######## design 1 ########
design_1/clk_routes.png
The bar under the picture is 50 µm long.
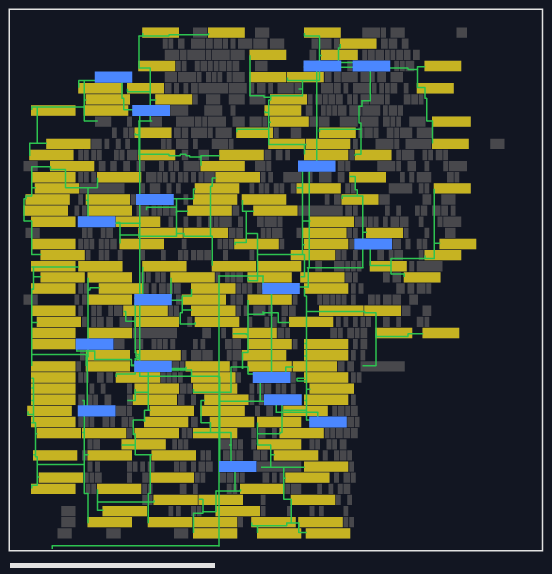

$ cat config.mk
export PLATFORM = sky130hd
export DESIGN_NAME = putc_uart_tx
export DESIGN_NICKNAME = d
export VERILOG_FILES = /design/src/rtl/putc_uart_tx.sv
export SDC_FILE = /design/constraint.sdc
export NUM_CORES = 1
export LEC_CHECK = 0
export ABC_AREA = 1
export CORE_AREA = 2 2 128 130
export DETAILED_ROUTE_END_ITERATION = 10
export DIE_AREA = 0 0 130 132
export MAX_ROUTING_LAYER = met4
export PLACE_DENSITY = 0.74
export SLEW_MARGIN = 40
export SYNTH_ARGS = -nofsm -noshare
export SYNTH_HDL_FRONTEND = slang
export SYNTH_SLANG_ARGS = --single-unit
export TNS_END_PERCENT = 20
$ cat constraint.sdc
create_clock -name clk -period 3.3 [get_ports clk]
set_input_delay 0.66 -clock clk [delete_from_list [all_inputs] [get_ports clk]]
set_output_delay 0.66 -clock clk [all_outputs]
set_load 0.005 [all_outputs]
$ cat src/rtl/putc_uart_tx.sv
// Character FIFO feeding an 8N1 UART serializer; tx idles high.
// Optional PUTC_UART_TX_CRLF_EN: a popped 0x0A is sent as 0x0D then 0x0A.
//   state | meaning
//   IDLE  | line high, waiting for a FIFO entry
//   START | start bit (tx=0)
//   DATA  | 8 data bits, LSB first
//   STOP  | stop bit (tx=1), may chain straight into the next START
module putc_uart_tx #(
    parameter int CLKS_PER_BIT = 104,
    parameter int DEPTH        = 16
) (
    input  logic                     clk,
    input  logic                     rst_n,
    input  logic                     putc,
    input  logic [7:0]               putc_char,
    output logic                     full,
    output logic [$clog2(DEPTH):0]   level,
    output logic                     overflow,
    output logic                     busy,
    output logic                     tx
);
    localparam int AW = $clog2(DEPTH);
    localparam int BW = $clog2(CLKS_PER_BIT);
    localparam logic [BW-1:0] BAUD_RELOAD = BW'(CLKS_PER_BIT - 1);
    localparam logic [AW:0]   LEVEL_MAX   = (AW+1)'(DEPTH);

    typedef enum logic [1:0] {IDLE, START, DATA, STOP} state_t;

    state_t          state;
    logic [7:0]      mem [DEPTH];
    logic [AW-1:0]   wr_ptr;
    logic [AW-1:0]   rd_ptr;
    logic [BW-1:0]   baud_cnt;
    logic [2:0]      bit_cnt;
    logic [7:0]      shreg;
    logic            lf_pending;
    logic            baud_done;
    logic            pop;
    logic            push;
    logic            fifo_empty;
    logic            is_lf;
    logic [7:0]      head;

    assign head       = mem[rd_ptr];
    assign fifo_empty = (level == '0);
    assign full       = (level == LEVEL_MAX);
    assign baud_done  = (baud_cnt == '0);
    assign busy       = !fifo_empty || (state != IDLE);

`ifdef PUTC_UART_TX_CRLF_EN
    assign is_lf = (head == 8'h0A);
`else
    assign is_lf = 1'b0;
`endif

    // The LF half of a CR/LF pair comes from lf_pending, not the FIFO.
    assign pop  = !fifo_empty &&
                  ((state == IDLE) || (state == STOP && baud_done && !lf_pending));
    assign push = putc && (!full || pop);

    always_ff @(posedge clk or negedge rst_n) begin
        if (!rst_n) begin
            wr_ptr   <= '0;
            rd_ptr   <= '0;
            level    <= '0;
            overflow <= 1'b0;
        end else begin
            if (push) wr_ptr <= wr_ptr + 1'b1;
            if (pop)  rd_ptr <= rd_ptr + 1'b1;
            if (push && !pop)
                level <= level + 1'b1;
            else if (pop && !push)
                level <= level - 1'b1;
            if (putc && !push) overflow <= 1'b1;
        end
    end

    always_ff @(posedge clk) begin
        if (push) mem[wr_ptr] <= putc_char;
    end

    always_ff @(posedge clk or negedge rst_n) begin
        if (!rst_n) begin
            state      <= IDLE;
            tx         <= 1'b1;
            baud_cnt   <= '0;
            bit_cnt    <= '0;
            shreg      <= '0;
            lf_pending <= 1'b0;
        end else begin
            case (state)
                IDLE: begin
                    if (pop) begin
                        shreg      <= is_lf ? 8'h0D : head;
                        lf_pending <= is_lf;
                        baud_cnt   <= BAUD_RELOAD;
                        tx         <= 1'b0;
                        state      <= START;
                    end
                end
                START: begin
                    if (baud_done) begin
                        baud_cnt <= BAUD_RELOAD;
                        bit_cnt  <= '0;
                        tx       <= shreg[0];
                        state    <= DATA;
                    end else begin
                        baud_cnt <= baud_cnt - 1'b1;
                    end
                end
                DATA: begin
                    if (baud_done) begin
                        baud_cnt <= BAUD_RELOAD;
                        if (bit_cnt == 3'd7) begin
                            tx    <= 1'b1;
                            state <= STOP;
                        end else begin
                            bit_cnt <= bit_cnt + 1'b1;
                            shreg   <= {1'b0, shreg[7:1]};
                            tx      <= shreg[1];
                        end
                    end else begin
                        baud_cnt <= baud_cnt - 1'b1;
                    end
                end
                STOP: begin
                    if (baud_done) begin
                        if (lf_pending) begin
                            shreg      <= 8'h0A;
                            lf_pending <= 1'b0;
                            baud_cnt   <= BAUD_RELOAD;
                            tx         <= 1'b0;
                            state      <= START;
                        end else if (pop) begin
                            shreg      <= is_lf ? 8'h0D : head;
                            lf_pending <= is_lf;
                            baud_cnt   <= BAUD_RELOAD;
                            tx         <= 1'b0;
                            state      <= START;
                        end else begin
                            state <= IDLE;
                        end
                    end else begin
                        baud_cnt <= baud_cnt - 1'b1;
                    end
                end
                default: state <= IDLE;
            endcase
        end
    end
endmodule

######## design 2 ########
==> config.mk <==
export PLATFORM = sky130hd
export DESIGN_NAME = axi_lite_regfile
export DESIGN_NICKNAME = d
export VERILOG_FILES = /design/src/rtl/axi_lite_regfile.sv
export SDC_FILE = /design/constraint.sdc
export NUM_CORES = 1
export LEC_CHECK = 0
export CORE_UTILIZATION = 35
export CTS_CLUSTER_SIZE = 28
export DETAILED_ROUTE_END_ITERATION = 10
export MAX_ROUTING_LAYER = met4
export SYNTH_ARGS = -nofsm -noshare
export SYNTH_HDL_FRONTEND = slang
export SYNTH_SLANG_ARGS = --single-unit
==> constraint.sdc <==
create_clock -name s0_axi_aclk -period 3.66 [get_ports s0_axi_aclk]
set_input_delay 0.732 -clock s0_axi_aclk [delete_from_list [all_inputs] [get_ports s0_axi_aclk]]
set_output_delay 0.732 -clock s0_axi_aclk [all_outputs]
set_load 0.02 [all_outputs]
==> src/rtl/axi_lite_regfile.sv <==
// AXI4-Lite slave register bank: NUM_REGS read/write 32-bit registers plus a
// read-only count of successful writes at word index NUM_REGS. Register
// contents are also exposed as a flat vector for local logic.
module axi_lite_regfile #(
    parameter int DATA_WIDTH = 32,
    parameter int ADDR_WIDTH = 8,
    parameter int NUM_REGS   = 4
) (
    input  logic                       s0_axi_aclk,
    input  logic                       s0_axi_aresetn,
    input  logic [ADDR_WIDTH-1:0]      s0_axi_awaddr,
    input  logic                       s0_axi_awvalid,
    output logic                       s0_axi_awready,
    input  logic [DATA_WIDTH-1:0]      s0_axi_wdata,
    input  logic [DATA_WIDTH/8:0]      s0_axi_wstrb,
    input  logic                       s0_axi_wvalid,
    output logic                       s0_axi_wready,
    output logic                       s0_axi_bresp,
    output logic                       s0_axi_bvalid,
    input  logic                       s0_axi_bready,
    input  logic [ADDR_WIDTH-1:0]      s0_axi_araddr,
    input  logic                       s0_axi_arvalid,
    output logic                       s0_axi_arready,
    output logic [DATA_WIDTH-1:0]      s0_axi_rdata,
    output logic                       s0_axi_rresp,
    output logic                       s0_axi_rvalid,
    input  logic                       s0_axi_rready,
    output logic [NUM_REGS*32-1:0]     regs_out
);

    localparam int IDX_W = ADDR_WIDTH - 2;
    localparam int NUM_LANES = DATA_WIDTH / 8;
    // Word index of the read-only write counter; anything above it is unmapped.
    localparam logic [IDX_W-1:0] CNT_IDX = IDX_W'(NUM_REGS);

    logic [DATA_WIDTH-1:0] regs [NUM_REGS];
    logic [31:0]           wr_count;

    logic                  aw_held;
    logic                  w_held;
    logic [IDX_W-1:0]      aw_idx_q;
    logic [DATA_WIDTH-1:0] w_data_q;
    logic [NUM_LANES-1:0]  w_strb_q;

    logic                  aw_hs;
    logic                  w_hs;
    logic                  ar_hs;
    logic                  commit;
    logic                  wr_ok;
    logic [IDX_W-1:0]      ar_idx;
    logic [DATA_WIDTH-1:0] rd_data;
    logic                  rd_err;

    // Byte-offset bits and the spare strobe bit carry no meaning here.
    logic unused_bits;
    assign unused_bits = ^{s0_axi_wstrb[NUM_LANES], s0_axi_awaddr[1:0], s0_axi_araddr[1:0]};

    // A held address or data beat, or an unacknowledged response, blocks new writes.
    assign s0_axi_awready = !aw_held && !s0_axi_bvalid;
    assign s0_axi_wready  = !w_held && !s0_axi_bvalid;
    assign s0_axi_arready = !s0_axi_rvalid;

    assign aw_hs  = s0_axi_awvalid && s0_axi_awready;
    assign w_hs   = s0_axi_wvalid && s0_axi_wready;
    assign ar_hs  = s0_axi_arvalid && s0_axi_arready;
    assign commit = aw_held && w_held;
    assign wr_ok  = aw_idx_q < CNT_IDX;
    assign ar_idx = s0_axi_araddr[ADDR_WIDTH-1:2];

    // Collect AW and W independently, then commit one edge after both are held.
    always_ff @(posedge s0_axi_aclk or negedge s0_axi_aresetn) begin
        if (!s0_axi_aresetn) begin
            aw_held       <= 1'b0;
            w_held        <= 1'b0;
            aw_idx_q      <= '0;
            w_data_q      <= '0;
            w_strb_q      <= '0;
            s0_axi_bvalid <= 1'b0;
            s0_axi_bresp  <= 1'b0;
        end else if (commit) begin
            // NOTE: sequential state uses <= so every flop samples pre-edge values, which is what makes a same-edge read see the old register contents.
            aw_held       <= 1'b0;
            w_held        <= 1'b0;
            s0_axi_bvalid <= 1'b1;
            s0_axi_bresp  <= !wr_ok;
        end else begin
            if (aw_hs) begin
                aw_held  <= 1'b1;
                aw_idx_q <= s0_axi_awaddr[ADDR_WIDTH-1:2];
            end
            if (w_hs) begin
                w_held   <= 1'b1;
                w_data_q <= s0_axi_wdata;
                w_strb_q <= s0_axi_wstrb[NUM_LANES-1:0];
            end
            if (s0_axi_bvalid && s0_axi_bready) begin
                s0_axi_bvalid <= 1'b0;
            end
        end
    end

    // Apply byte-strobed data to the addressed register and count good writes.
    always_ff @(posedge s0_axi_aclk or negedge s0_axi_aresetn) begin
        if (!s0_axi_aresetn) begin
            // NOTE: the register bank is a handful of flops with a defined reset value, not a RAM, so it is cleared with everything else.
            for (int i = 0; i < NUM_REGS; i++) begin
                regs[i] <= '0;
            end
            wr_count <= '0;
        end else if (commit && wr_ok) begin
            for (int i = 0; i < NUM_REGS; i++) begin
                if (aw_idx_q == IDX_W'(i)) begin
                    for (int k = 0; k < NUM_LANES; k++) begin
                        if (w_strb_q[k]) begin
                            regs[i][8*k +: 8] <= w_data_q[8*k +: 8];
                        end
                    end
                end
            end
            wr_count <= wr_count + 32'd1;
        end
    end

    // Decode the read address into data and an error flag.
    always_comb begin
        // NOTE: defaults first so every path assigns every output and no latch is inferred.
        rd_data = '0;
        rd_err  = 1'b0;
        if (ar_idx < CNT_IDX) begin
            for (int i = 0; i < NUM_REGS; i++) begin
                if (ar_idx == IDX_W'(i)) begin
                    rd_data = regs[i];
                end
            end
        end else if (ar_idx == CNT_IDX) begin
            rd_data = wr_count;
        end else begin
            rd_err = 1'b1;
        end
    end

    // Register the read response on the AR handshake and hold it until taken.
    always_ff @(posedge s0_axi_aclk or negedge s0_axi_aresetn) begin
        if (!s0_axi_aresetn) begin
            s0_axi_rvalid <= 1'b0;
            s0_axi_rdata  <= '0;
            s0_axi_rresp  <= 1'b0;
        end else if (ar_hs) begin
            s0_axi_rvalid <= 1'b1;
            s0_axi_rdata  <= rd_data;
            s0_axi_rresp  <= rd_err;
        end else if (s0_axi_rvalid && s0_axi_rready) begin
            s0_axi_rvalid <= 1'b0;
        end
    end

    // Flatten the register bank for local logic.
    always_comb begin
        regs_out = '0;
        for (int i = 0; i < NUM_REGS; i++) begin
            regs_out[32*i +: 32] = regs[i];
        end
    end

endmodule

design_2/io_fan.png
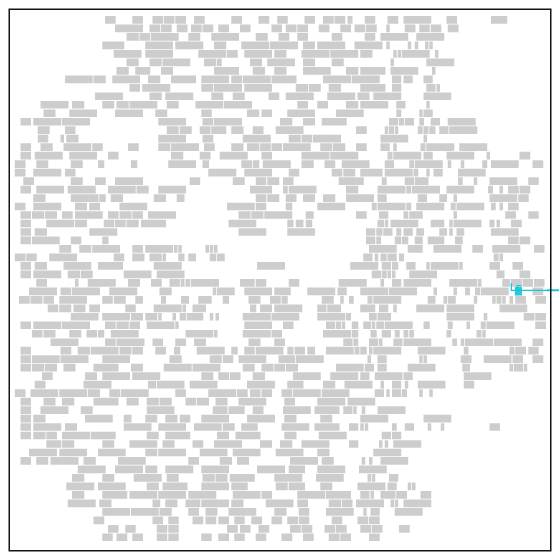
[s0_axi_awvalid] cyan | direction: input | end cells: 1 | buffers: 1 | wire: 17.0 µm
Top Ports: 227
PortBufs: 221

==> COMMIT_EDITMSG, design 2 <==
Update PnR metrics after Yosys + OpenROAD run

- Overall routed net length: 28.7 mm
- For this run, global-route usage on met1 was measured as 26.6%.
* Library cells used by synthesis: 42
- Checking hold timing, the worst path is listed with class in -> async.
- Worst flop-to-flop path endpoint: regs_out[98]
- The layout summary lists the proportion of cells stronger than drive strength 1 as 26.1%.
- Synthesis produced a netlist whose cell count is 739.
- The run finished with clean final reports.
- The tool flagged a number of max-cap violations equal to 0.
- Worst slew margin relative to its limit: 37.3%
- Multi-input gates account for 29.6% of the area.
* Slowest cell on crit path: or4_1
- Per the detail_route report, vias per standard cell equal 5.05.
- For this design, Yosys synthesis ends with a cell count of 739.
- In this run the core area contains 62 standard-cell rows.
* Worst setup slack before clock tree synthesis: 0.743 ns
- Multi-input logic cell count: 455
- Top cell area share: 58.6%
- Proportion of cell area occupied by registers: 43.4%
* Delay contributed by the slowest stage of the critical path: 0.76 ns
- Setup crit start: aw_idx_q[4]
- For reference, the post-synthesis area per instance comes to 13.9 µm².
- Counting the warning lines in the Yosys log gives 0.
- Most frequent standard cell in the layout excluding fill and tap cells: dfrtp_1
* Switching power total: 3150 µW
- Power group with the highest consumption: sequential cells
* Signal arrival time at the worst endpoint: 3.13 ns
* Number of antenna violations at the first check in global routing: 1
- Area growth from synthesis to layout: 34.8%
- GP Congestion: 0.843
## design 2: layer usage
layer,up-vias,wire (µm)
met5,-,0
met4,0,571
met3,37,1680
met2,185,13600
met1,3551,12900
li1,3167,-
## design 2: cells by family (layout without fill, tap and decap cells)
kind of cell	after synthesis	in the layout	synth area share (%)
buffers and inverters	44	293	1.81
other	0	1	0
xor gates and xnor gates	31	31	2.65
adders and majority gates	1	1	0.122
DFF	240	240	58.6
muxes	214	214	25.7
and+or+nand+nor	146	146	7.16
AOI/OAI and AO/OA	63	63	4.03
## design 2: per-stage QoR
step | hold slack, ns | area, µm²
finish | 0.215 | 13800
global route | 0.283 | 13800
CTS | 0.249 | 13800
detailed placement | 0.460 | 13000
global placement | 0.457 | 13000
floorplan | 0.436 | 10300
## design 2: worst min-delay path by stage
stage                                  end  cells after the start  slack (ns)
after detailed placement      wr_count[31]                      1        0.46
after floorplan                    aw_held                      0        0.44
after global routing      s0_axi_rdata[25]                      1        0.28
final                     s0_axi_rdata[25]                      1        0.21
after CTS                 s0_axi_rdata[25]                      1        0.25
after global placement        wr_count[31]                      1        0.46
design_1/clocks.png
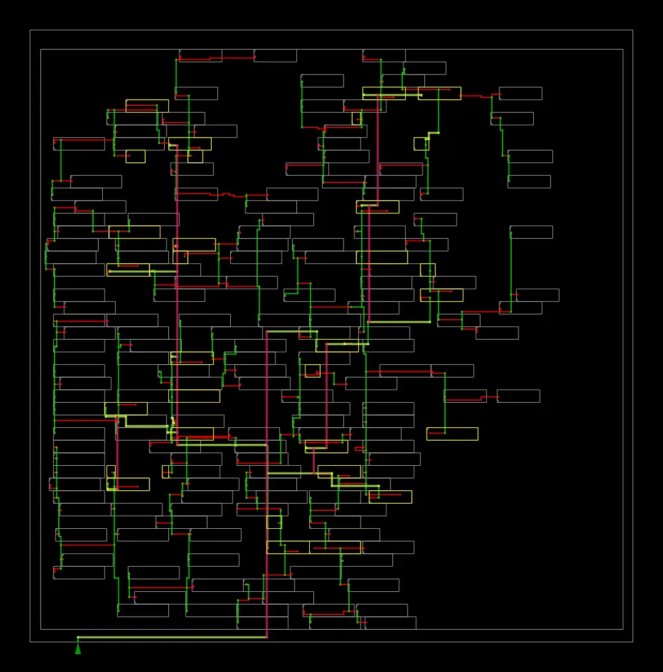
final worst clock skew: 0.00513 ns
total of clock buffers placed in the layout: 17
Flops: 163
Clock Latency Late Sink: 0.43 ns

Notes on design_1/clk_routes.png above:
[clock drivers] blue | count: 17
[flip-flops] yellow | count: 163
[clock wires] green | length: 1750 µm
routed clock nets: 18
power in the clock group: 2160 µW
Clock Power Share: 40.2%

==> COMMIT_EDITMSG, design 1 <==
Update PnR metrics after Yosys + OpenROAD run

- The run finished with clean final reports.
- Total number of placement rows: 46
* Chip area in the Yosys report: 7700 µm²
* Library cells used by synthesis: 43
- Grouping non-sequential cells by family puts the most area in simple AND/OR/NAND/NOR gates.
- Counting flops with an async set or reset pin after synthesis yields a share of 21.5%.
- Sequential-to-total area share from yosys stat: 61.3%
- Power spread over the standard cell area amounts to 616 nW/µm².
* Critical path endpoint category: flop
* Slowest cell on crit path: dfrtp_1
* Via count of the first global-routing pass: 5073
* Final count of pins violating max slew: 0
- Of the cells placed in the final design, the portion with a size suffix greater than 1 is 11.0%.
* Power after layout: 5370 µW
* Vertical die dimension: 132 µm
-- design 1: critical path, delay by kind of cell (launching register included) --
family	cells	cell delay [ns]
flops	1	0.39
buf+inv	4	0.38
xor+xnor	1	0.15
fa+ha+maj	3	0.71
simple gates	10	0.98
compound gates	1	0.15
-- design 1: sequential cells by signal, summed over array words and instances (netlist names) --
signal and cells:
baud_cnt 7, bit_cnt 3, level 5, mem 128, overflow 1, rd_ptr 4, shreg 8, state 2
tx 1, wr_ptr 4
-- design 1: per-stage QoR --
stage	area [µm²]	instances	utilization, %
CTS	8720	1017	55.5
detailed placement	8070	985	51.3
floorplan	7700	766	-
global placement	8070	985	51.3
global route	8720	1017	55.5
finish	8720	1017	55.5
-- design 1: report_power, final --
part / internal [µW] / switching, µW
clock: 1350 / 810
sequential: 2430 / 91.2
combinational: 265 / 426
-- design 1: worst min path at each step --
stage             start          end  slack, ns  cells past startpoint
4_1_cts           rst_n     shreg[2]       0.34                      1
6_report          rst_n  baud_cnt[2]       0.16                      1
2_1_floorplan     rst_n  baud_cnt[0]       0.36                      0
5_1_grt           rst_n  baud_cnt[5]       0.22                      1
3_3_place_gp   shreg[7]     shreg[7]       0.46                      2
3_5_place_dp   overflow     overflow       0.46                      1


==> notes/layouts.md <==
Pictures saved along the way, in no particular order.

Signal wires by layer.
image #1
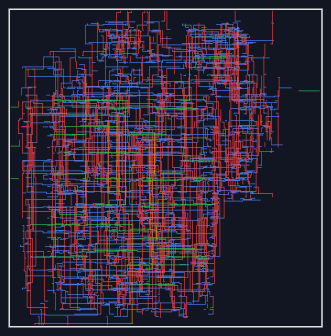
image #2
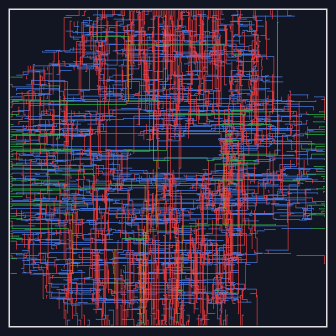
| from | picture |
|---|---|
| design 2 | image #2 |
| design 1 | image #1 |
The one with the most wire is image #2.

Key to image #2:
[metal 3] green | wire length: 1680 µm
[metal 1] blue | wire length: 12900 µm
[metal 2] red | wire length: 13600 µm
[metal 4] orange | wire length: 571 µm

Power is estimated from default activity; no workload was simulated.
